# ---- block 1 ----
==> block_1/m4.png <==
Supply wires on this layer in grey.
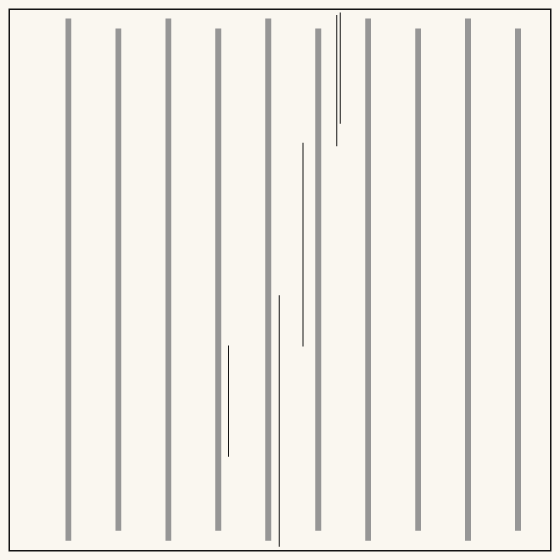

<file path="config.mk">
export PLATFORM = sky130hd
export DESIGN_NAME = gauss_row_window_flat
export DESIGN_NICKNAME = d
export VERILOG_FILES = /design/src/rtl/gauss_row_window_if.sv /design/src/rtl/gauss_row_window.sv /design/src/flat_wrapper.sv
export SDC_FILE = /design/constraint.sdc
export NUM_CORES = 1
export LEC_CHECK = 0
export CORE_MARGIN = 2
export CORE_UTILIZATION = 30
export DETAILED_ROUTE_END_ITERATION = 8
export PLACE_DENSITY = 0.63
export SYNTH_ARGS = -nofsm -noshare
export SYNTH_HDL_FRONTEND = slang
export SYNTH_SLANG_ARGS = --single-unit
</file>
<file path="constraint.sdc">
create_clock -name clk -period 4.7 [get_ports clk]
set_clock_uncertainty 0.2 [all_clocks]
set_input_delay 0.94 -clock clk [delete_from_list [all_inputs] [get_ports clk]]
set_output_delay 0.94 -clock clk [all_outputs]
set_load 0.03 [all_outputs]
</file>
<file path="src/rtl/gauss_row_window_if.sv">
// gauss_row_window_if
// Groups everything the row window generator exchanges with its neighbours
// apart from clk/rst. The stream feeding the block and the window stream
// leaving it share one bundle so that the pixel source and the window sink
// can be driven from one place.
//   line_width  pixels per row, sampled on a row's first accepted pixel
//   s_valid/s_ready/s_data          incoming raster pixel stream
//   m_valid/m_ready/m_window/m_last outgoing 11-tap windows, [0]=x-5 .. [10]=x+5
//   cfg_err     line_width is illegal while the block waits for a row
// Modports:
//   master  the environment side (drives pixels, line_width and m_ready)
//   slave   the gauss_row_window side
interface gauss_row_window_if #(
  parameter int DATA_W  = 8,
  parameter int TAPS    = 11,
  parameter int WIDTH_W = 11
);
  logic [WIDTH_W-1:0]           line_width;
  logic                         s_valid;
  logic                         s_ready;
  logic [DATA_W-1:0]            s_data;
  logic                         m_valid;
  logic                         m_ready;
  logic [TAPS-1:0][DATA_W-1:0]  m_window;
  logic                         m_last;
  logic                         cfg_err;

  modport master (
    output line_width, s_valid, s_data, m_ready,
    input  s_ready, m_valid, m_window, m_last, cfg_err
  );

  modport slave (
    input  line_width, s_valid, s_data, m_ready,
    output s_ready, m_valid, m_window, m_last, cfg_err
  );
endinterface

</file>
<file path="src/rtl/gauss_row_window.sv">
// gauss_row_window
// Horizontal window generator sitting directly in front of the Gaussian
// dot-product stage. It turns a raster pixel stream into exactly line_width
// 11-tap windows per row (tap 5 is the centre pixel) and handles the row
// edges: by default taps outside the row replicate the first/last pixel.
//
// Optional feature macro: GAUSS_ROW_WINDOW_ZERO_PAD_EN
//   When defined, out-of-row taps are zero instead of replicated. Counts,
//   latency and handshake behaviour are identical in both builds.
//
// Ports
//   clk   rising-edge clock
//   rst   asynchronous, active-high reset
//   bus   gauss_row_window_if.slave: line_width, s_valid/s_ready/s_data,
//         m_valid/m_ready/m_window/m_last, cfg_err
//
// The output window register is the shift register itself: a shift moves
// every tap one place towards [0] and writes the new value into [TAPS-1].
// Nothing is loaded or shifted unless the output slot is free, so the window,
// m_valid and m_last hold still while the sink stalls.
module gauss_row_window #(
  parameter int DATA_W    = 8,
  parameter int TAPS      = 11,
  parameter int MAX_WIDTH = 1024
) (
  input  logic                clk,
  input  logic                rst,
  gauss_row_window_if.slave   bus
);

  localparam int HALF    = TAPS / 2;
  localparam int WIDTH_W = $clog2(MAX_WIDTH + 1);
  localparam int FCNT_W  = $clog2(HALF + 1);

  localparam logic [WIDTH_W-1:0] MIN_W  = WIDTH_W'(HALF + 1);
  localparam logic [WIDTH_W-1:0] MAX_W  = WIDTH_W'(MAX_WIDTH);
  localparam logic [WIDTH_W-1:0] HALF_W = WIDTH_W'(HALF);
  localparam logic [WIDTH_W-1:0] ONE_W  = WIDTH_W'(1);
  localparam logic [FCNT_W-1:0]  FHALF  = FCNT_W'(HALF);
  localparam logic [FCNT_W-1:0]  FONE   = FCNT_W'(1);

  typedef enum logic [1:0] {
    IDLE  = 2'd0,
    FILL  = 2'd1,
    RUN   = 2'd2,
    FLUSH = 2'd3
  } state_t;

  state_t                      state_q, state_d;
  logic [TAPS-1:0][DATA_W-1:0] win_q, win_d;
  logic                        m_valid_q, m_valid_d;
  logic                        m_last_q, m_last_d;
  logic [WIDTH_W-1:0]          width_q, width_d;
  logic [WIDTH_W-1:0]          cnt_q, cnt_d;
  logic [FCNT_W-1:0]           fcnt_q, fcnt_d;

  logic                        slot_free;
  logic                        width_bad;
  logic                        cfg_err;
  logic                        s_ready;
  logic                        accept;
  logic [DATA_W-1:0]           pad_val;
  logic [TAPS-1:0][DATA_W-1:0] load_win;
  logic [TAPS-1:0][DATA_W-1:0] shift_pix;
  logic [TAPS-1:0][DATA_W-1:0] shift_pad;

  // Edge handling: what the first pixel of a row fills the window with, and
  // what gets shifted in after the last pixel of the row.
`ifdef GAUSS_ROW_WINDOW_ZERO_PAD_EN
  assign pad_val  = '0;
  assign load_win = {bus.s_data, {((TAPS - 1) * DATA_W){1'b0}}};
`else
  assign pad_val  = win_q[TAPS-1];
  assign load_win = {TAPS{bus.s_data}};
`endif

  // The two possible shifts of the window register: a new pixel, or the pad
  // value while the right-hand edge is being flushed out.
  assign shift_pix = {bus.s_data, win_q[TAPS-1:1]};
  assign shift_pad = {pad_val, win_q[TAPS-1:1]};

  // Handshake qualification. The output slot is free when it is empty or is
  // being consumed this cycle. A bad line_width only matters while waiting
  // for a row; the block simply refuses pixels until it becomes legal.
  // s_ready and cfg_err are held low for the whole time reset is asserted.
  assign slot_free = !m_valid_q || bus.m_ready;
  assign width_bad = (bus.line_width < MIN_W) || (bus.line_width > MAX_W);
  assign cfg_err   = !rst && (state_q == IDLE) && width_bad;
  assign s_ready   = !rst && slot_free &&
                     (((state_q == IDLE) && !width_bad) ||
                      (state_q == FILL) || (state_q == RUN));
  assign accept    = bus.s_valid && s_ready;

  // Next-state logic. FILL primes the window with the first HALF+1 pixels;
  // the first window (x=0) leaves on the accept of pixel HALF. RUN emits one
  // window per accepted pixel until pixel W-1. FLUSH then emits the last HALF
  // windows by shifting in pad values, the final one flagged with m_last.
  // A row of exactly HALF+1 pixels receives its last pixel while still in
  // FILL, so that case goes straight to FLUSH instead of waiting in RUN.
  // In IDLE the last window of the previous row is retired once consumed.
  always_comb begin
    state_d   = state_q;
    win_d     = win_q;
    m_valid_d = m_valid_q;
    m_last_d  = m_last_q;
    width_d   = width_q;
    cnt_d     = cnt_q;
    fcnt_d    = fcnt_q;

    unique case (state_q)
      IDLE: begin
        if (accept) begin
          width_d   = bus.line_width;
          win_d     = load_win;
          cnt_d     = ONE_W;
          m_valid_d = 1'b0;
          m_last_d  = 1'b0;
          state_d   = FILL;
        end else if (slot_free) begin
          m_valid_d = 1'b0;
          m_last_d  = 1'b0;
        end
      end

      FILL: begin
        if (accept) begin
          win_d    = shift_pix;
          cnt_d    = cnt_q + ONE_W;
          m_last_d = 1'b0;
          if (cnt_q == HALF_W) begin
            m_valid_d = 1'b1;
            if (width_q == MIN_W) begin
              fcnt_d  = FHALF;
              state_d = FLUSH;
            end else begin
              state_d = RUN;
            end
          end else begin
            m_valid_d = 1'b0;
          end
        end else if (slot_free) begin
          m_valid_d = 1'b0;
        end
      end

      RUN: begin
        if (accept) begin
          win_d     = shift_pix;
          cnt_d     = cnt_q + ONE_W;
          m_valid_d = 1'b1;
          m_last_d  = 1'b0;
          if (cnt_q == (width_q - ONE_W)) begin
            fcnt_d  = FHALF;
            state_d = FLUSH;
          end
        end else if (slot_free) begin
          m_valid_d = 1'b0;
        end
      end

      FLUSH: begin
        if (slot_free) begin
          win_d     = shift_pad;
          m_valid_d = 1'b1;
          m_last_d  = (fcnt_q == FONE);
          fcnt_d    = fcnt_q - FONE;
          if (fcnt_q == FONE) begin
            state_d = IDLE;
          end
        end
      end

      default: begin
        state_d = IDLE;
      end
    endcase
  end

  // State and datapath registers. Reset discards any partial row and clears
  // the visible window so nothing stale can leave the block afterwards.
  always_ff @(posedge clk or posedge rst) begin
    if (rst) begin
      state_q   <= IDLE;
      win_q     <= '0;
      m_valid_q <= 1'b0;
      m_last_q  <= 1'b0;
      width_q   <= '0;
      cnt_q     <= '0;
      fcnt_q    <= '0;
    end else begin
      state_q   <= state_d;
      win_q     <= win_d;
      m_valid_q <= m_valid_d;
      m_last_q  <= m_last_d;
      width_q   <= width_d;
      cnt_q     <= cnt_d;
      fcnt_q    <= fcnt_d;
    end
  end

  assign bus.s_ready  = s_ready;
  assign bus.cfg_err  = cfg_err;
  assign bus.m_valid  = m_valid_q;
  assign bus.m_window = win_q;
  assign bus.m_last   = m_last_q;

endmodule

</file>
<file path="src/flat_wrapper.sv">
// flat-port wrapper written by rule: the top's interface ports become plain ports
module gauss_row_window_flat 
#(
  parameter int DATA_W    = 8,
  parameter int TAPS      = 11,
  parameter int MAX_WIDTH = 1024
)
  (clk, rst, bus_line_width, bus_s_valid, bus_s_data, bus_m_ready, bus_s_ready, bus_m_valid, bus_m_window, bus_m_last, bus_cfg_err);
  gauss_row_window_if #(.DATA_W(DATA_W), .TAPS(TAPS), .WIDTH_W(($clog2(MAX_WIDTH + 1)))) bus_i ();
  input  logic clk;
  input  logic rst;
  input wire logic [$bits(bus_i.line_width)-1:0] bus_line_width;
  input wire logic [$bits(bus_i.s_valid)-1:0] bus_s_valid;
  input wire logic [$bits(bus_i.s_data)-1:0] bus_s_data;
  input wire logic [$bits(bus_i.m_ready)-1:0] bus_m_ready;
  output wire logic [$bits(bus_i.s_ready)-1:0] bus_s_ready;
  output wire logic [$bits(bus_i.m_valid)-1:0] bus_m_valid;
  output wire logic [$bits(bus_i.m_window)-1:0] bus_m_window;
  output wire logic [$bits(bus_i.m_last)-1:0] bus_m_last;
  output wire logic [$bits(bus_i.cfg_err)-1:0] bus_cfg_err;
  assign bus_i.line_width = bus_line_width;
  assign bus_i.s_valid = bus_s_valid;
  assign bus_i.s_data = bus_s_data;
  assign bus_i.m_ready = bus_m_ready;
  assign bus_s_ready = bus_i.s_ready;
  assign bus_m_valid = bus_i.m_valid;
  assign bus_m_window = bus_i.m_window;
  assign bus_m_last = bus_i.m_last;
  assign bus_cfg_err = bus_i.cfg_err;
  gauss_row_window #(.DATA_W(DATA_W), .TAPS(TAPS), .MAX_WIDTH(MAX_WIDTH)) u_core (.clk(clk), .rst(rst), .bus(bus_i));
endmodule
</file>
# ---- block 2 ----
### src/rtl/autobaud_pkg.sv
`default_nettype none
// ============================================================================
// Module   : autobaud_pkg
// Purpose  : Shared encodings for the UART auto-baud controller: FSM state
//            codes (3 bits) and the error codes reported on err_code.
// Revision : 1.0  initial release
// ============================================================================
package autobaud_pkg;

  // State codes, 3 bits wide
  localparam logic [2:0] ST_IDLE      = 3'd0;
  localparam logic [2:0] ST_ARM       = 3'd1;
  localparam logic [2:0] ST_WAIT_EDGE = 3'd2;
  localparam logic [2:0] ST_MEASURE   = 3'd3;
  localparam logic [2:0] ST_LOAD      = 3'd4;
  localparam logic [2:0] ST_CHECK     = 3'd5;
  localparam logic [2:0] ST_DONE      = 3'd6;
  localparam logic [2:0] ST_ERR       = 3'd7;

  typedef enum logic [2:0] {
    S_IDLE      = ST_IDLE,
    S_ARM       = ST_ARM,
    S_WAIT_EDGE = ST_WAIT_EDGE,
    S_MEASURE   = ST_MEASURE,
    S_LOAD      = ST_LOAD,
    S_CHECK     = ST_CHECK,
    S_DONE      = ST_DONE,
    S_ERR       = ST_ERR
  } state_e;

  // Error codes
  localparam logic [1:0] ERR_NONE  = 2'b00;
  localparam logic [1:0] ERR_SHORT = 2'b01;
  localparam logic [1:0] ERR_OVF   = 2'b10;

endpackage : autobaud_pkg
`default_nettype wire

### src/rtl/rx_sync_edge.sv
`default_nettype none
// ============================================================================
// Module   : rx_sync_edge
// Purpose  : Two-flop synchroniser for an asynchronous serial line plus
//            fall/rise detection on the synchronised copy. All flops reset
//            to 1 so an idle (high) line produces no spurious edge.
// Ports    : clk   in  clock
//            rst   in  asynchronous reset, active low
//            rx    in  raw asynchronous line
//            rx_s  out synchronised line
//            fall  out rx_s went 1 -> 0 this cycle
//            rise  out rx_s went 0 -> 1 this cycle
// Revision : 1.0  initial release
// ============================================================================
module rx_sync_edge (
  input  logic clk,
  input  logic rst,
  input  logic rx,
  output logic rx_s,
  output logic fall,
  output logic rise
);

  logic sync1_q, sync1_d;
  logic sync2_q, sync2_d;
  logic prev_q,  prev_d;

  always_comb begin
    sync1_d = rx;
    sync2_d = sync1_q;
    prev_d  = sync2_q;
  end

  always_ff @(posedge clk or negedge rst) begin
    if (!rst) begin
      sync1_q <= 1'b1;
      sync2_q <= 1'b1;
      prev_q  <= 1'b1;
    end else begin
      sync1_q <= sync1_d;
      sync2_q <= sync2_d;
      prev_q  <= prev_d;
    end
  end

  assign rx_s = sync2_q;
  assign fall = prev_q & ~sync2_q;
  assign rise = ~prev_q & sync2_q;

endmodule : rx_sync_edge
`default_nettype wire

### src/rtl/autobaud_ctrl.sv
`default_nettype none
// ============================================================================
// Module   : autobaud_ctrl
// Purpose  : Sequences the auto-baud measurement datapath (free counter +
//            result register). Once armed it times the low period of the
//            start bit on rx, loads the count into the datapath register and
//            range-checks the loaded value N.
// Ports    : clk        in  measurement clock (shared with the datapath)
//            rst        in  asynchronous reset, active low
//            start      in  arm request, honoured in IDLE only
//            abort      in  synchronous abort, returns to IDLE next cycle
//            rx         in  raw serial line, idle high
//            N          in  datapath register value, fed back for checking
//            cnt_en     out datapath counter enable
//            cnt_rst    out datapath counter clear
//            ld_en      out datapath register load
//            busy       out high outside IDLE
//            done       out 1-cycle pulse, valid N measured
//            err        out 1-cycle pulse, measurement failed
//            err_code   out 01 too short, 10 overflow; held until next start
//            baud_valid out set after done, cleared by start/abort
// Revision : 1.0  initial release
// ============================================================================
module autobaud_ctrl
  import autobaud_pkg::*;
#(
  parameter int CNT_W     = 8,
  parameter int MIN_COUNT = 4
) (
  input  logic             clk,
  input  logic             rst,
  input  logic             start,
  input  logic             abort,
  input  logic             rx,
  input  logic [CNT_W-1:0] N,
  output logic             cnt_en,
  output logic             cnt_rst,
  output logic             ld_en,
  output logic             busy,
  output logic             done,
  output logic             err,
  output logic [1:0]       err_code,
  output logic             baud_valid
);

  localparam logic [CNT_W-1:0] CNT_MAX = '1;
  localparam logic [CNT_W-1:0] MIN_N   = CNT_W'(MIN_COUNT);

  logic rx_s;
  logic fall;
  logic rise_unused;

  rx_sync_edge u_rx_sync (
    .clk  (clk),
    .rst  (rst),
    .rx   (rx),
    .rx_s (rx_s),
    .fall (fall),
    .rise (rise_unused)
  );

  state_e           state_q,      state_d;
  logic [CNT_W-1:0] meas_cnt_q,   meas_cnt_d;
  logic [1:0]       err_code_q,   err_code_d;
  logic             baud_valid_q, baud_valid_d;

  always_ff @(posedge clk or negedge rst) begin
    if (!rst) begin
      state_q      <= S_IDLE;
      meas_cnt_q   <= '0;
      err_code_q   <= ERR_NONE;
      baud_valid_q <= 1'b0;
    end else begin
      state_q      <= state_d;
      meas_cnt_q   <= meas_cnt_d;
      err_code_q   <= err_code_d;
      baud_valid_q <= baud_valid_d;
    end
  end

  always_comb begin
    state_d      = state_q;
    meas_cnt_d   = meas_cnt_q;
    err_code_d   = err_code_q;
    baud_valid_d = baud_valid_q;

    if (abort) begin
      state_d      = S_IDLE;
      baud_valid_d = 1'b0;
    end else begin
      unique case (state_q)
        S_IDLE: begin
          if (start) begin
            state_d      = S_ARM;
            baud_valid_d = 1'b0;
            err_code_d   = ERR_NONE;
          end
        end
        // Refuse to look for an edge until the line has been seen high,
        // otherwise arming mid-low would time a partial pulse.
        S_ARM: begin
          if (rx_s) state_d = S_WAIT_EDGE;
        end
        S_WAIT_EDGE: begin
          if (fall) begin
            state_d    = S_MEASURE;
            meas_cnt_d = '0;
          end
        end
        // meas_cnt shadows the datapath counter. When it would reach its
        // maximum with the line still low, one more cycle would wrap the
        // datapath counter, so stop here and flag overflow.
        S_MEASURE: begin
          if (meas_cnt_q != CNT_MAX) meas_cnt_d = meas_cnt_q + 1'b1;
          if (rx_s) begin
            state_d = S_LOAD;
          end else if (meas_cnt_d == CNT_MAX) begin
            state_d    = S_ERR;
            err_code_d = ERR_OVF;
          end
        end
        S_LOAD: begin
          state_d = S_CHECK;
        end
        S_CHECK: begin
          if (N < MIN_N) begin
            state_d    = S_ERR;
            err_code_d = ERR_SHORT;
          end else begin
            state_d = S_DONE;
          end
        end
        S_DONE: begin
          state_d      = S_IDLE;
          baud_valid_d = 1'b1;
        end
        S_ERR: begin
          state_d = S_IDLE;
        end
        default: begin
          state_d = S_IDLE;
        end
      endcase
    end
  end

  // Moore decodes; the result pulses are masked by abort so an abort in
  // DONE/ERR leaves no trace.
  assign cnt_rst    = (state_q == S_IDLE) || (state_q == S_ARM) ||
                      (state_q == S_WAIT_EDGE);
  assign cnt_en     = (state_q == S_MEASURE);
  assign ld_en      = (state_q == S_LOAD);
  assign busy       = (state_q != S_IDLE);
  assign done       = (state_q == S_DONE) && !abort;
  assign err        = (state_q == S_ERR)  && !abort;
  assign err_code   = err_code_q;
  assign baud_valid = baud_valid_q;

endmodule : autobaud_ctrl
`default_nettype wire

### config.mk
export PLATFORM = sky130hd
export DESIGN_NAME = autobaud_ctrl
export DESIGN_NICKNAME = d
export VERILOG_FILES = /design/src/rtl/autobaud_pkg.sv /design/src/rtl/rx_sync_edge.sv /design/src/rtl/autobaud_ctrl.sv
export SDC_FILE = /design/constraint.sdc
export NUM_CORES = 1
export LEC_CHECK = 0
export ABC_AREA = 1
export CAP_MARGIN = 20
export CORE_MARGIN = 1.5
export CORE_UTILIZATION = 55
export DETAILED_ROUTE_END_ITERATION = 10
export DONT_BUFFER_PORTS = 1
export PLACE_DENSITY = 0.82
export RECOVER_POWER = 25
export SYNTH_ARGS = -nofsm -noshare
export SYNTH_HDL_FRONTEND = slang
export SYNTH_SLANG_ARGS = --single-unit
### constraint.sdc
create_clock -name clk -period 1.4 [get_ports clk]
set_input_delay 0.14 -clock clk [delete_from_list [all_inputs] [get_ports clk]]
set_output_delay 0.14 -clock clk [all_outputs]
set_load 0.005 [all_outputs]
# ---- block 3 ----
## config.mk

```make
export PLATFORM = sky130hd
export DESIGN_NAME = uart_sat_cnt
export DESIGN_NICKNAME = d
export VERILOG_FILES = /design/src/rtl/uart_sat_cnt.sv
export SDC_FILE = /design/constraint.sdc
export NUM_CORES = 1
export LEC_CHECK = 0
export ABC_AREA = 1
export CORE_AREA = 2 2 39 41
export CTS_BUF_LIST = sky130_fd_sc_hd__clkbuf_8
export CTS_CLUSTER_DIAMETER = 80
export CTS_CLUSTER_SIZE = 14
export DETAILED_ROUTE_END_ITERATION = 8
export DIE_AREA = 0 0 41 43
export GPL_TIMING_DRIVEN = 0
export PLACE_DENSITY_LB_ADDON = 0.2
export REMOVE_ABC_BUFFERS = 1
export SLEW_MARGIN = 15
export SYNTH_ARGS = -nofsm -noshare
export SYNTH_HDL_FRONTEND = slang
export SYNTH_SLANG_ARGS = --single-unit
export TNS_END_PERCENT = 20
```

## constraint.sdc

```tcl
create_clock -name clk_i -period 1.6 [get_ports clk_i]
set_clock_uncertainty 0.1 [all_clocks]
set_input_delay 0.16 -clock clk_i [delete_from_list [all_inputs] [get_ports clk_i]]
set_output_delay 0.16 -clock clk_i [all_outputs]
set_load 0.1 [all_outputs]
```

## src/rtl/uart_sat_cnt.sv

```systemverilog
// Saturating up-counter with synchronous clear; clear wins over increment.
module uart_sat_cnt #(
  parameter int unsigned CNT_WIDTH = 8
) (
  input  logic                 clk_i,
  input  logic                 rst_i,
  input  logic                 clr_i,
  input  logic                 inc_i,
  output logic [CNT_WIDTH-1:0] cnt_o
);

  logic [CNT_WIDTH-1:0] cnt_q, cnt_d;

  always_comb begin
    cnt_d = cnt_q;
    if (clr_i) begin
      cnt_d = '0;
    end else if (inc_i && (cnt_q != '1)) begin
      cnt_d = cnt_q + 1'b1;
    end
  end

  always_ff @(posedge clk_i or posedge rst_i) begin
    if (rst_i) cnt_q <= '0;
    else       cnt_q <= cnt_d;
  end

  assign cnt_o = cnt_q;

endmodule

```

# ---- block 4 ----
==> src/rtl/processor_pkg.sv <==
// Shared decode constants for the hazard scoreboard: instruction field
// positions, opcode / ALU-op encodings and the decoded instruction class.
package processor_pkg;

  localparam int OPCODE_HI = 31;
  localparam int OPCODE_LO = 27;
  localparam int RD_HI     = 26;
  localparam int RD_LO     = 22;
  localparam int RS1_HI    = 21;
  localparam int RS1_LO    = 17;
  localparam int RS2_HI    = 16;
  localparam int RS2_LO    = 12;
  localparam int ALUOP_HI  = 6;
  localparam int ALUOP_LO  = 2;

  localparam logic [4:0] OP_ALU  = 5'b00000;
  localparam logic [4:0] OP_SW   = 5'b00111;
  localparam logic [4:0] OP_LW   = 5'b01000;
  localparam logic [4:0] ALU_MUL = 5'b00110;
  localparam logic [4:0] ALU_DIV = 5'b00111;

  typedef enum logic [2:0] {
    CLS_OTHER,
    CLS_LW,
    CLS_SW,
    CLS_MUL,
    CLS_DIV
  } insn_class_e;

  // Classify an instruction from its opcode and ALU-op fields.
  function automatic insn_class_e decode_class(input logic [4:0] opcode,
                                               input logic [4:0] alu_op);
    insn_class_e cls;
    cls = CLS_OTHER;
    if (opcode == OP_LW) begin
      cls = CLS_LW;
    end else if (opcode == OP_SW) begin
      cls = CLS_SW;
    end else if (opcode == OP_ALU && alu_op == ALU_MUL) begin
      cls = CLS_MUL;
    end else if (opcode == OP_ALU && alu_op == ALU_DIV) begin
      cls = CLS_DIV;
    end
    return cls;
  endfunction

endpackage

==> src/rtl/md_dest_fifo.sv <==
// In-order FIFO of destination registers for outstanding mult/div ops.
// Every entry's rd and valid bit are exported in parallel so the hazard
// logic can compare decode sources against all of them at once.
module md_dest_fifo #(
  parameter int DEPTH = 2,
  parameter int AW    = 5,
  localparam int PW   = (DEPTH > 1) ? $clog2(DEPTH) : 1,
  localparam int CW   = $clog2(DEPTH) + 1
) (
  input  logic                     clock,
  input  logic                     reset,
  input  logic                     push,
  input  logic                     pop,
  input  logic [AW-1:0]            push_rd,
  output logic                     full,
  output logic                     empty,
  output logic [CW-1:0]            count,
  output logic [PW-1:0]            rd_ptr,
  output logic [DEPTH-1:0][AW-1:0] entry_rd,
  output logic [DEPTH-1:0]         entry_valid
);

  logic [PW-1:0]            wr_ptr_q, wr_ptr_d;
  logic [PW-1:0]            rd_ptr_q, rd_ptr_d;
  logic [CW-1:0]            count_q, count_d;
  logic [DEPTH-1:0]         valid_q, valid_d;
  logic [DEPTH-1:0][AW-1:0] rd_q, rd_d;
  logic                     push_en, pop_en;

  // Pointers wrap back to zero after the last slot, for any depth.
  function automatic logic [PW-1:0] next_ptr(input logic [PW-1:0] ptr);
    return (ptr == PW'(DEPTH - 1)) ? '0 : ptr + 1'b1;
  endfunction

  assign full        = (count_q == CW'(DEPTH));
  assign empty       = (count_q == '0);
  assign count       = count_q;
  assign rd_ptr      = rd_ptr_q;
  assign entry_rd    = rd_q;
  assign entry_valid = valid_q;

  // Next-state: pop clears the oldest slot first, so a same-cycle push into
  // a full FIFO (which lands on that same slot) wins.
  always_comb begin
    wr_ptr_d = wr_ptr_q;
    rd_ptr_d = rd_ptr_q;
    valid_d  = valid_q;
    rd_d     = rd_q;
    pop_en   = pop && !empty;
    push_en  = push && (!full || pop_en);
    if (pop_en) begin
      valid_d[rd_ptr_q] = 1'b0;
      rd_ptr_d          = next_ptr(rd_ptr_q);
    end
    if (push_en) begin
      valid_d[wr_ptr_q] = 1'b1;
      rd_d[wr_ptr_q]    = push_rd;
      wr_ptr_d          = next_ptr(wr_ptr_q);
    end
    count_d = count_q + CW'(push_en) - CW'(pop_en);
  end

  // FIFO state registers; reset overrides any same-cycle push or pop.
  always_ff @(posedge clock) begin
    if (reset) begin
      wr_ptr_q <= '0;
      rd_ptr_q <= '0;
      count_q  <= '0;
      valid_q  <= '0;
      rd_q     <= '0;
    end else begin
      wr_ptr_q <= wr_ptr_d;
      rd_ptr_q <= rd_ptr_d;
      count_q  <= count_d;
      valid_q  <= valid_d;
      rd_q     <= rd_d;
    end
  end

endmodule

==> src/rtl/hazard_scoreboard.sv <==
// Decode-stage hazard detection: load-use, mult/div result dependency and
// mult/div structural stalls. Define SCOREBOARD_EN for per-register
// dependency tracking; without it any outstanding mult/div stalls decode.
module hazard_scoreboard
  import processor_pkg::*;
#(
  parameter int INSN_W   = 32,
  parameter int REG_AW   = 5,
  parameter int MD_DEPTH = 2,
  localparam int CW      = $clog2(MD_DEPTH) + 1,
  localparam int PW      = (MD_DEPTH > 1) ? $clog2(MD_DEPTH) : 1
) (
  input  logic              clock,
  input  logic              reset,
  input  logic [INSN_W-1:0] fd_insn,
  input  logic [INSN_W-1:0] dx_insn,
  input  logic              dx_valid,
  input  logic              md_done,
  output logic              stall,
  output logic              dx_hold,
  output logic [CW-1:0]     md_count,
  output logic              md_err
);

  insn_class_e                   fd_cls, dx_cls;
  logic [2:0][REG_AW-1:0]        fd_src;
  logic [2:0]                    fd_src_en;
  logic [REG_AW-1:0]             dx_rd;
  logic                          load_use, md_issue, md_accept, structural, md_hit;
  logic                          fifo_full, fifo_empty, fifo_pop;
  logic [PW-1:0]                 fifo_rd_ptr;
  logic [MD_DEPTH-1:0][REG_AW-1:0] entry_rd;
  logic [MD_DEPTH-1:0]           entry_valid;
  logic                          md_err_q, md_err_d;
  logic                          unused_insn_bits;

  assign unused_insn_bits = ^{fd_insn, dx_insn};

  assign fd_cls = decode_class(fd_insn[OPCODE_HI:OPCODE_LO], fd_insn[ALUOP_HI:ALUOP_LO]);
  assign dx_cls = decode_class(dx_insn[OPCODE_HI:OPCODE_LO], dx_insn[ALUOP_HI:ALUOP_LO]);
  assign dx_rd  = REG_AW'(dx_insn[RD_HI:RD_LO]);

  assign fifo_pop = md_done && !fifo_empty;

  md_dest_fifo #(
    .DEPTH (MD_DEPTH),
    .AW    (REG_AW)
  ) u_md_dest_fifo (
    .clock       (clock),
    .reset       (reset),
    .push        (md_accept),
    .pop         (fifo_pop),
    .push_rd     (dx_rd),
    .full        (fifo_full),
    .empty       (fifo_empty),
    .count       (md_count),
    .rd_ptr      (fifo_rd_ptr),
    .entry_rd    (entry_rd),
    .entry_valid (entry_valid)
  );

  // Source operands of decode and the load-use / structural conditions;
  // register 0 is never a hazard.
  always_comb begin
    fd_src[0]    = REG_AW'(fd_insn[RS1_HI:RS1_LO]);
    fd_src[1]    = REG_AW'(fd_insn[RS2_HI:RS2_LO]);
    fd_src[2]    = REG_AW'(fd_insn[RD_HI:RD_LO]);
    fd_src_en[0] = (fd_src[0] != '0);
    fd_src_en[1] = (fd_src[1] != '0);
    fd_src_en[2] = (fd_src[2] != '0) && (fd_cls == CLS_SW);
    load_use     = 1'b0;
    if (dx_valid && dx_cls == CLS_LW && dx_rd != '0) begin
      for (int s = 0; s < 3; s++) begin
        if (fd_src_en[s] && fd_src[s] == dx_rd) load_use = 1'b1;
      end
    end
    md_issue   = dx_valid && (dx_cls == CLS_MUL || dx_cls == CLS_DIV);
    md_accept  = md_issue && (!fifo_full || md_done);
    structural = md_issue && !md_accept;
  end

`ifdef SCOREBOARD_EN
  // Per-register dependency: match live FIFO entries (excluding the one
  // retiring this cycle) and the mult/div currently issuing from execute.
  always_comb begin
    md_hit = 1'b0;
    for (int s = 0; s < 3; s++) begin
      if (fd_src_en[s]) begin
        if (md_issue && dx_rd == fd_src[s]) md_hit = 1'b1;
        for (int e = 0; e < MD_DEPTH; e++) begin
          if (entry_valid[e] && entry_rd[e] == fd_src[s] &&
              !(fifo_pop && fifo_rd_ptr == PW'(e))) begin
            md_hit = 1'b1;
          end
        end
      end
    end
  end
`else
  // Conservative mode: any outstanding or issuing mult/div stalls decode.
  always_comb begin
    md_hit = (md_count != '0) || md_issue;
  end
`endif

  assign stall   = !reset && (load_use || md_hit || structural);
  assign dx_hold = !reset && structural;
  assign md_err  = md_err_q;

  // Sticky error once a completion arrives with nothing outstanding.
  always_comb begin
    md_err_d = md_err_q;
    if (md_done && fifo_empty) md_err_d = 1'b1;
  end

  // Error flag register, cleared only by reset.
  always_ff @(posedge clock) begin
    if (reset) begin
      md_err_q <= 1'b0;
    end else begin
      md_err_q <= md_err_d;
    end
  end

endmodule
==> config.mk <==
export PLATFORM = sky130hd
export DESIGN_NAME = hazard_scoreboard
export DESIGN_NICKNAME = d
export VERILOG_FILES = /design/src/rtl/processor_pkg.sv /design/src/rtl/md_dest_fifo.sv /design/src/rtl/hazard_scoreboard.sv
export SDC_FILE = /design/constraint.sdc
export NUM_CORES = 1
export LEC_CHECK = 0
export CAP_MARGIN = 5
export CORE_AREA = 2 2 39 41
export DETAILED_ROUTE_END_ITERATION = 8
export DIE_AREA = 0 0 41 43
export DONT_BUFFER_PORTS = 1
export PLACE_DENSITY = 0.54
export REMOVE_ABC_BUFFERS = 1
export SETUP_SLACK_MARGIN = 0.05
export SLEW_MARGIN = 25
export SYNTH_ARGS = -nofsm -noshare
export SYNTH_HDL_FRONTEND = slang
export SYNTH_SLANG_ARGS = --single-unit
==> constraint.sdc <==
create_clock -name clock -period 6 [get_ports clock]
set_input_delay 1.2 -clock clock [delete_from_list [all_inputs] [get_ports clock]]
set_output_delay 1.2 -clock clock [all_outputs]
set_load 0.02 [all_outputs]
==> block_3/m3.png <==
The bar under the picture is 10 um long. Cells faint in the background.
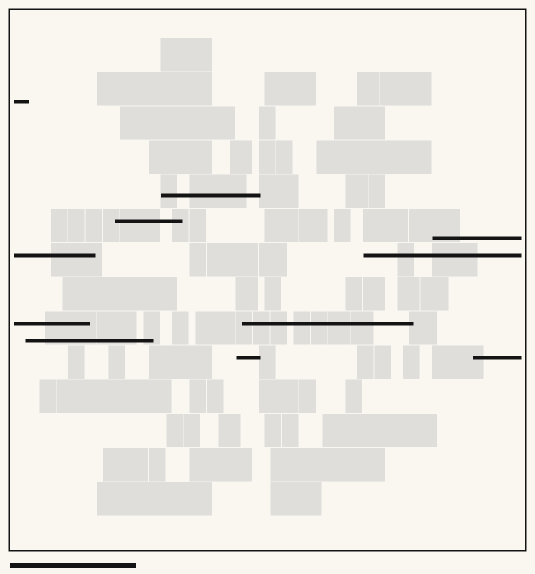
nets with wire on the layer = 9
share of all routed wire = 7.0%
longest straight run = 13.3 um

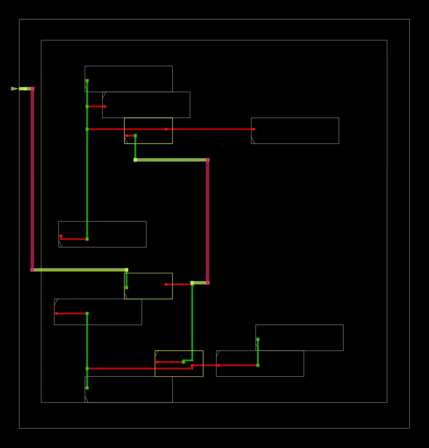
(block_3/clock_nets.png)
num sequential: 8
power in the clock group: 0.239 mW
clock buffer count in the final layout: 3
number of sinks on the clock net: 8
total clock buffers created by CTS: 3

==> impl_metrics.ini, block 3 <==
; generated from flow reports
[final_layout]
drive_above_1_share_pct = 22.89
most_frequent_logic_cells_in_the_routed_design = nand2_1 (25), inv_1 (10), dfrtp_1 (8)
multiInputCombCellCount = 50
final_layout_non_clock_buffer_area_share_pct = 16.64

[pwr]
peakVddDrop_mv = 0.4561
final_total_pwr_mw = 0.5567

[drt]
num_vias = 449
met3WireLength_um = 73
avgViaCountPerCell = 4.535
highest_routed_metal_layer = met4

[synth]
synth.cells.most_frequent = nand2_1 (25), inv_1 (10), dfrtp_1 (8)
synth-seq-area-share_pct = 39.51
fa_ha_area_share_pct = 2.469

[worst_hold_path]
min_path_type = in2async

[setup_path]
crit_start = cnt_o[5]$_DFFE_PP0P_
reg_to_reg_end = cnt_o[4]$_DFFE_PP0P_
cp_data_arrival_time_ns = 1.26
cp_data_required_time_ns = 1.34

[die]
taps = 16
fp.coreArea_mm2 = 0.001384

[sta]
fin_worst_hold_slack_ns = 0.08078
timing_max_transition_violations_final = 0
grt_setup_unrepaired = no
final.period_utilization_pct = 94.98

[flow_run]
stage_log_warnings = 26

[status]
run_status = complete, no violations

[grt]
first_global_vias = 422
grt_first_pass_wirelength_um = 1787

[placed_design]
buffer_ports.inserted = 11
block 3: power groups by stage:
| stage | Combinational [mW] | Sequential, mW | Clock, mW |
|---|---|---|---|
| after detailed placement | 0.103 | 0.219 | 0 |
| after CTS | 0.101 | 0.217 | 0.247 |
| after global placement | 0.102 | 0.219 | 0 |
| after floorplan | 0.0276 | 0.265 | 0 |
| final | 0.101 | 0.217 | 0.239 |
| after global routing | 0.110 | 0.218 | 0.264 |
block 3: routing by layer:
metal  up-vias  GRT usage (%)
met5         -              0
met4         0          12.00
met3         4          3.141
met2        12          20.94
met1       199          21.45
li1        234              -
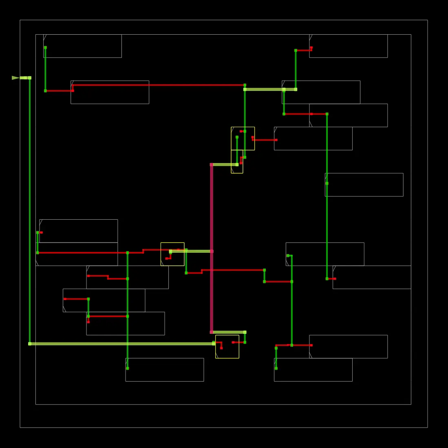
(block_2/clock_nets.png)
num sequential: 17
total clock buffers created by CTS: 3
power in the clock group: 0.280 mW

==> impl_metrics.ini, block 2 <==
; generated from flow reports
[status]
run_status = complete, but fails checks
failed_checks = hold timing, setup timing

[die]
fp.coreArea_mm2 = 0.001922
dieWidth_um = 47.95
ios = 22

[sta]
report.final.setup_viol = 6
final_critical_path_setup_slack_ns = -0.3062
timing_hold_violations_final = 2
final.period_utilization_pct = 121.9
setup_total_negative_slack_ns = -1.366
fin_worst_hold_slack_ns = -0.009710
grt_setup_unrepaired = yes

[worst_hold_path]
whs_path_depth = 3
whs_endpoint = state_q[1]$_DFFE_PN0P_
min_path_type = in2reg

[clocking]
ctsLongestPathBuffers = 2
clk_pin_slew_worst_setup_hold_paths_ns = 0.10
htree_num_levels = 1
postCtsResizedCells = 14
cts_setup_buffers = 2

[synth]
xor_area_share_pct = 0.7883
synth.cellmix.simpleShare_pct = 42.34
area_leaders = dfrtp_1 (32%), nand2_1 (16%), nand3_1 (12%)
gate_count_after_technology_mapping = 158
logic_family = simple AND/OR/NAND/NOR gates
floorplan.nets = 172
synth.yosys.warnings = 0
ys_async_sr_fraction_pct = 100.0
edf_count = 0

[setup_path]
ff2ff_setup_slack_ns = -0.31
timing.critical_path.to_type = register
critPathSlowestCell = dfrtp_1
path_buffers = 0
timing.critical_path.cells = ha_4 > nand2_4 > nor2_4 > nand2_4 > nand2_1 > nand2_1 > nor2_4 > nand3_2 > nand3_2 > nand2_1
cp_data_required_time_ns = 1.60

[drt]
routed_wl_um = 3374
met3WireLength_um = 335
avgViaCountPerCell = 5.855
drcViolationCount = 0
average_routed_wire_per_standard_cell_um = 15.77
met1_length_um = 1228

[pwr]
power_frac_comb_pct = 56.3
p_leak_nw = 0.7765
seq_power_share_pct = 31.7
peakVddDrop_mv = 1.005

[final_layout]
most_frequent_logic_cells_in_the_routed_design = nand2_1 (39), buf_4 (21), nand3_1 (19)
drive_above_1_share_pct = 39.04
logic_area_um2 = 752.0
final_design_area_no_fill_mm2 = 0.001545
sh_seq_area_pct = 27.77
final_layout_non_clock_buffer_area_share_pct = 15.06
final.fill_count = 119

[grt]
grt_max_degree = 18
gr-total-overflow = 0
initial_antenna_violation_count = 0

[placed_design]
detailedPlacementHpwl_um = 2091
==> block 2: worst reg2reg max path, stage by stage (launching register included) <==
cell     delay (ns)
dfrtp_1        0.42
ha_4           0.17
nand2_4        0.07
nor2_4         0.18
nand2_4        0.11
nand2_1        0.12
nand2_1        0.10
nor2_4         0.16
nand3_2        0.13
nand3_2        0.08
nand2_1        0.06
==> block 2: flip-flops by register name (all words and copies together), names as in the netlist <==
name               flops
baud_valid             1
err_code               2
meas_cnt_q             8
state_q                3
u_rx_sync.prev_q       1
u_rx_sync.rx_s         1
u_rx_sync.sync1_q      1
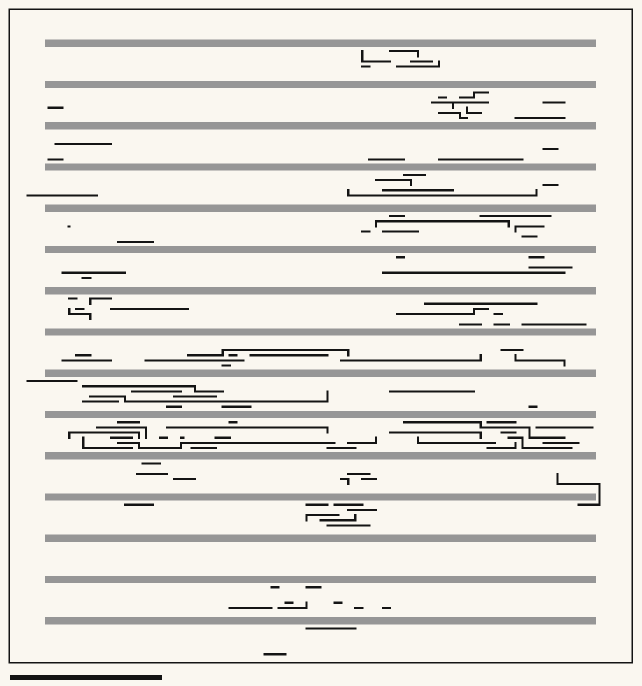
(block_4/m1.png)
The bar under the picture is 10 um long. Supply wires on this layer in grey.
longest straight run = 13.3 um
share of all routed wire = 36%
nets with wire on the layer = 85
wire length on this layer = 359 um

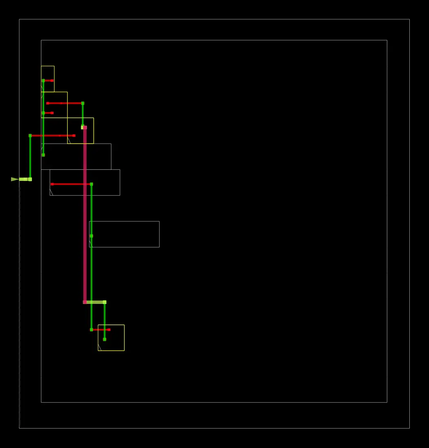
(block_4/clock_nets.png)
power in the clock group: 0.0363 mW
number of sinks on the clock net: 3
clock buffer count in the final layout: 4
num sequential: 3

==> impl_metrics.ini, block 4 <==
; generated from flow reports
[final_layout]
sequential_cell_area_um2 = 60.06
logic_area_um2 = 367.9
finish.utilization_pct = 34.81

[placed_design]
postPlaceCellArea_um2 = 455.4
detailedPlacementHpwl_um = 863.8

[pwr]
clock_power_share_pct = 36.7
final_total_pwr_mw = 0.09867
powerComb_mw = 0.0314
power_spent_charging_and_discharging_nets_mw = 0.03312
power_leader = clock

[sta]
fin_worst_skew_ns = 0.003767
report.final.setup_viol = 0

[worst_hold_path]
whs_endpoint = md_err$_SDFFE_PP0P_
hold_path_startpoint = md_err$_SDFFE_PP0P_

[synth]
synth.mux.area_fraction_pct = 0
synth.cellmix.simpleShare_pct = 32.18
post-synth-top-area-cell = xnor2_1
edf_count = 0
synth_top_flop_cell = dfxtp_1

[status]
run_status = complete, no violations

[clocking]
htree_num_levels = 1

[setup_path]
timing.critical_path.to_type = primary output
critPathCapture = stall
ff2ff_setup_slack_ns = 4.27

[drt]
avgViaCountPerCell = 5.697
routed_wl_um = 988

[grt]
initial_antenna_violation_count = 0
first_global_vias = 400

[die]
overall_chip_area_mm2 = 0.001763
die.size.y_um = 43
-- block 4: final cells by class --
class	count	area share (%)
multi-input cells	51	76.36
well taps	16	4.156
flip-flops and latches	3	12.47
inverters	2	1.558
clock buffers	4	5.455
-- block 4: worst max-delay path, stage by stage --
cell and delay, ns:
or4b_1 0.53, or4_4 0.52, nand2_1 0.09, a41oi_1 0.05, a211oi_2 0.46
-- block 4: layer usage --
metal | track usage (%) | share of wire [%] | vias up
li1 | - | - | 216
met1 | 11.58 | 36 | 187
met2 | 18.75 | 49 | 28
met3 | 2.618 | 13 | 2
met4 | 8.000 | 1.8 | 0
met5 | 0 | 0 | -
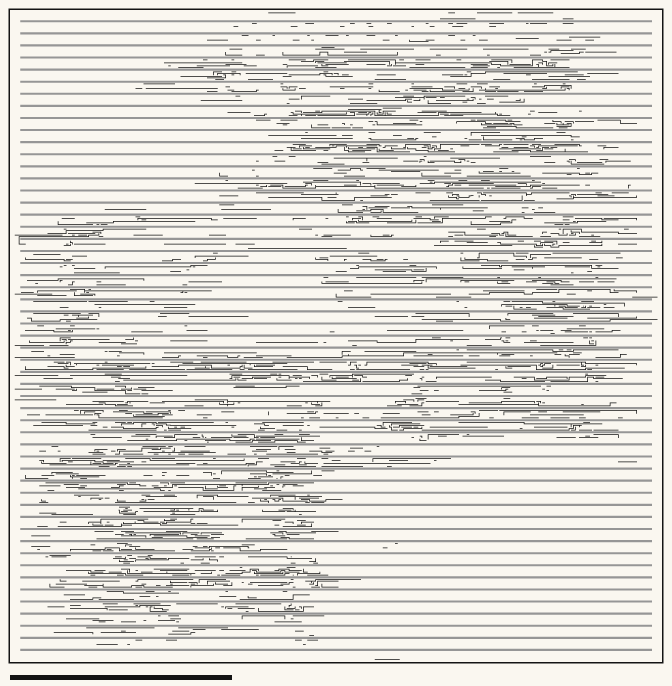
(block_1/m1.png)
The bar under the picture is 50 um long. Supply wires on this layer in grey.
share of all routed wire = 47%
wire length on this layer = 7500 um

Notes on block_1/m4.png above:
longest straight run = 68.0 um
wire length on this layer = 218 um
nets with wire on the layer = 4
share of all routed wire = 1.4%

==> impl_metrics.ini, block 1 <==
; generated from flow reports
[pwr]
cellInternalPower_mw = 3.901
final_total_pwr_mw = 7.045
power_frac_comb_pct = 56.2
power_spent_charging_and_discharging_nets_mw = 3.144
clock_power_share_pct = 18.1

[synth]
ys_async_sr_fraction_pct = 100.0
logic_family = simple AND/OR/NAND/NOR gates
synth_top_flop_cell = dfrtp_1
area_leaders = dfrtp_1 (48%), mux2_2 (13%), nand2_1 (11%)
fa_ha_area_share_pct = 2.253

[setup_path]
timing.critical_path.to_type = primary output
critical_path.max_fanout = 3
path_class = in2out

[status]
run_status = complete, no violations

[final_layout]
drive_above_1_share_pct = 17.65
sequential_cell_area_mm2 = 0.002928
post_layout_nonfiller_instances = 1001
inverter_count_of_the_layout_excluding_clock_inverters = 13

[drt]
average_routed_wire_per_standard_cell_um = 15.85

[placed_design]
gp_congestion = 0.7761

[sta]
final_period_minus_worst_setup_slack_ns = 4.358
timing.slew.headroom_pct = 44.57

[grt]
grt_max_degree = 50

[clocking]
root_buffer = clkbuf_16
block 1: state kept, by name, summed over array words and instances, names as in the netlist:
register and flops:
u_core.width_q 11, u_core.bus.m_valid 1, u_core.cnt_q 11, u_core.bus.m_window 80, u_core.fcnt_q 3, u_core.pad_val 8, u_core.state_q 2, u_core.bus.m_last 1
block 1: per-layer routing:
metal  global-route usage (%)  vias up  share of wire, %  routed length [um]
met4                    5.243        0               1.4                 218
met3                    3.634       14               4.9                 780
met2                    23.59      113                46                7365
met5                        0        -                 0                   0
li1                         -     2307                 -                   -
met1                    21.06     2336                47                7499

==> gallery <==
M2 wires.
Plate I
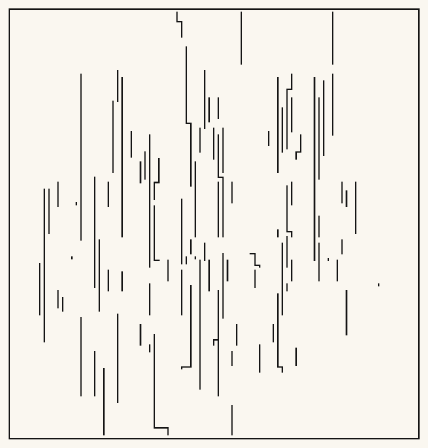
Plate II
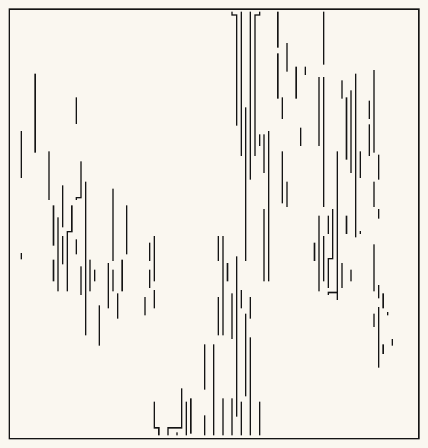
Plate III
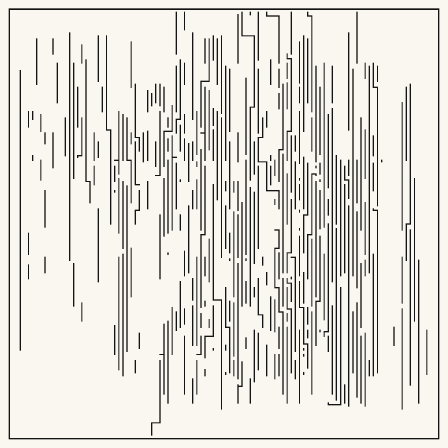
Plate IV
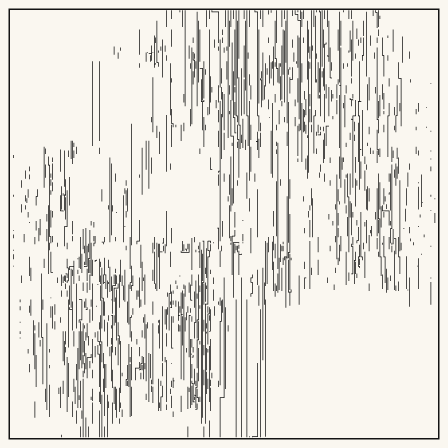
Plate II: block 4
Plate I: block 3
Plate III: block 2
Plate IV: block 1

Key to Plate III:
longest straight run = 31.3 um
nets with wire on the layer = 170



==> notes/layouts.md <==
Pictures saved along the way, in no particular order.

Metal 3.
panel A
The bar under the picture is 50 um long. Cells faint in the background.
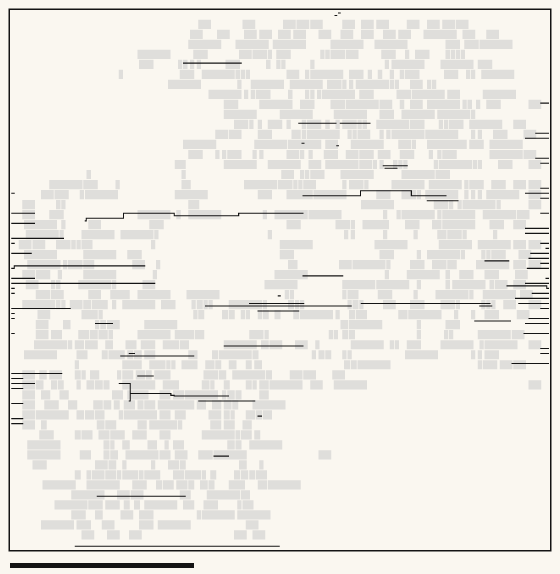
panel B
The bar under the picture is 10 um long. Cells faint in the background.
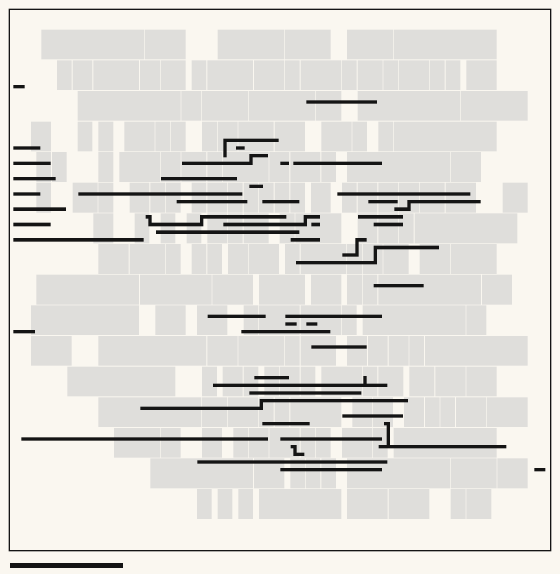
panel C
The bar under the picture is 10 um long. Cells faint in the background.
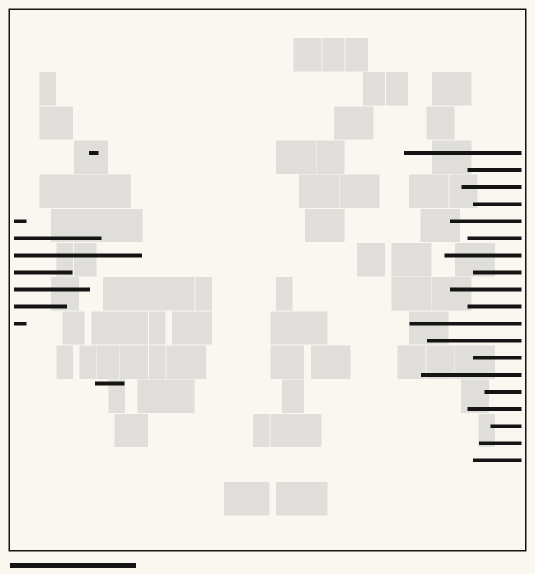
- block 2 = panel B
- block 1 = panel A
- block 4 = panel C

Key to panel A:
main direction = horizontal
longest straight run = 55.4 um
wire length on this layer = 780 um
share of all routed wire = 4.9%


## Gallery

Gate-type map.
image #1
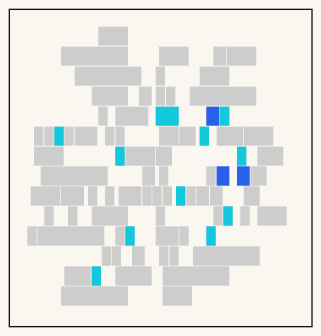
image #2
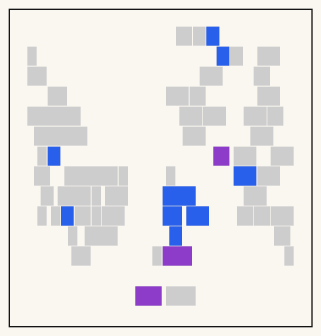
image #3
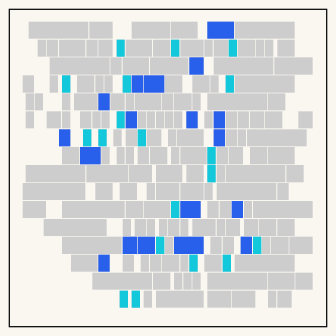
The one with the fewest cells is image #2.
The one with the most cells is image #3.
block 4 -> image #2
block 3 -> image #1
block 2 -> image #3

Power is estimated from default activity; no workload was simulated.
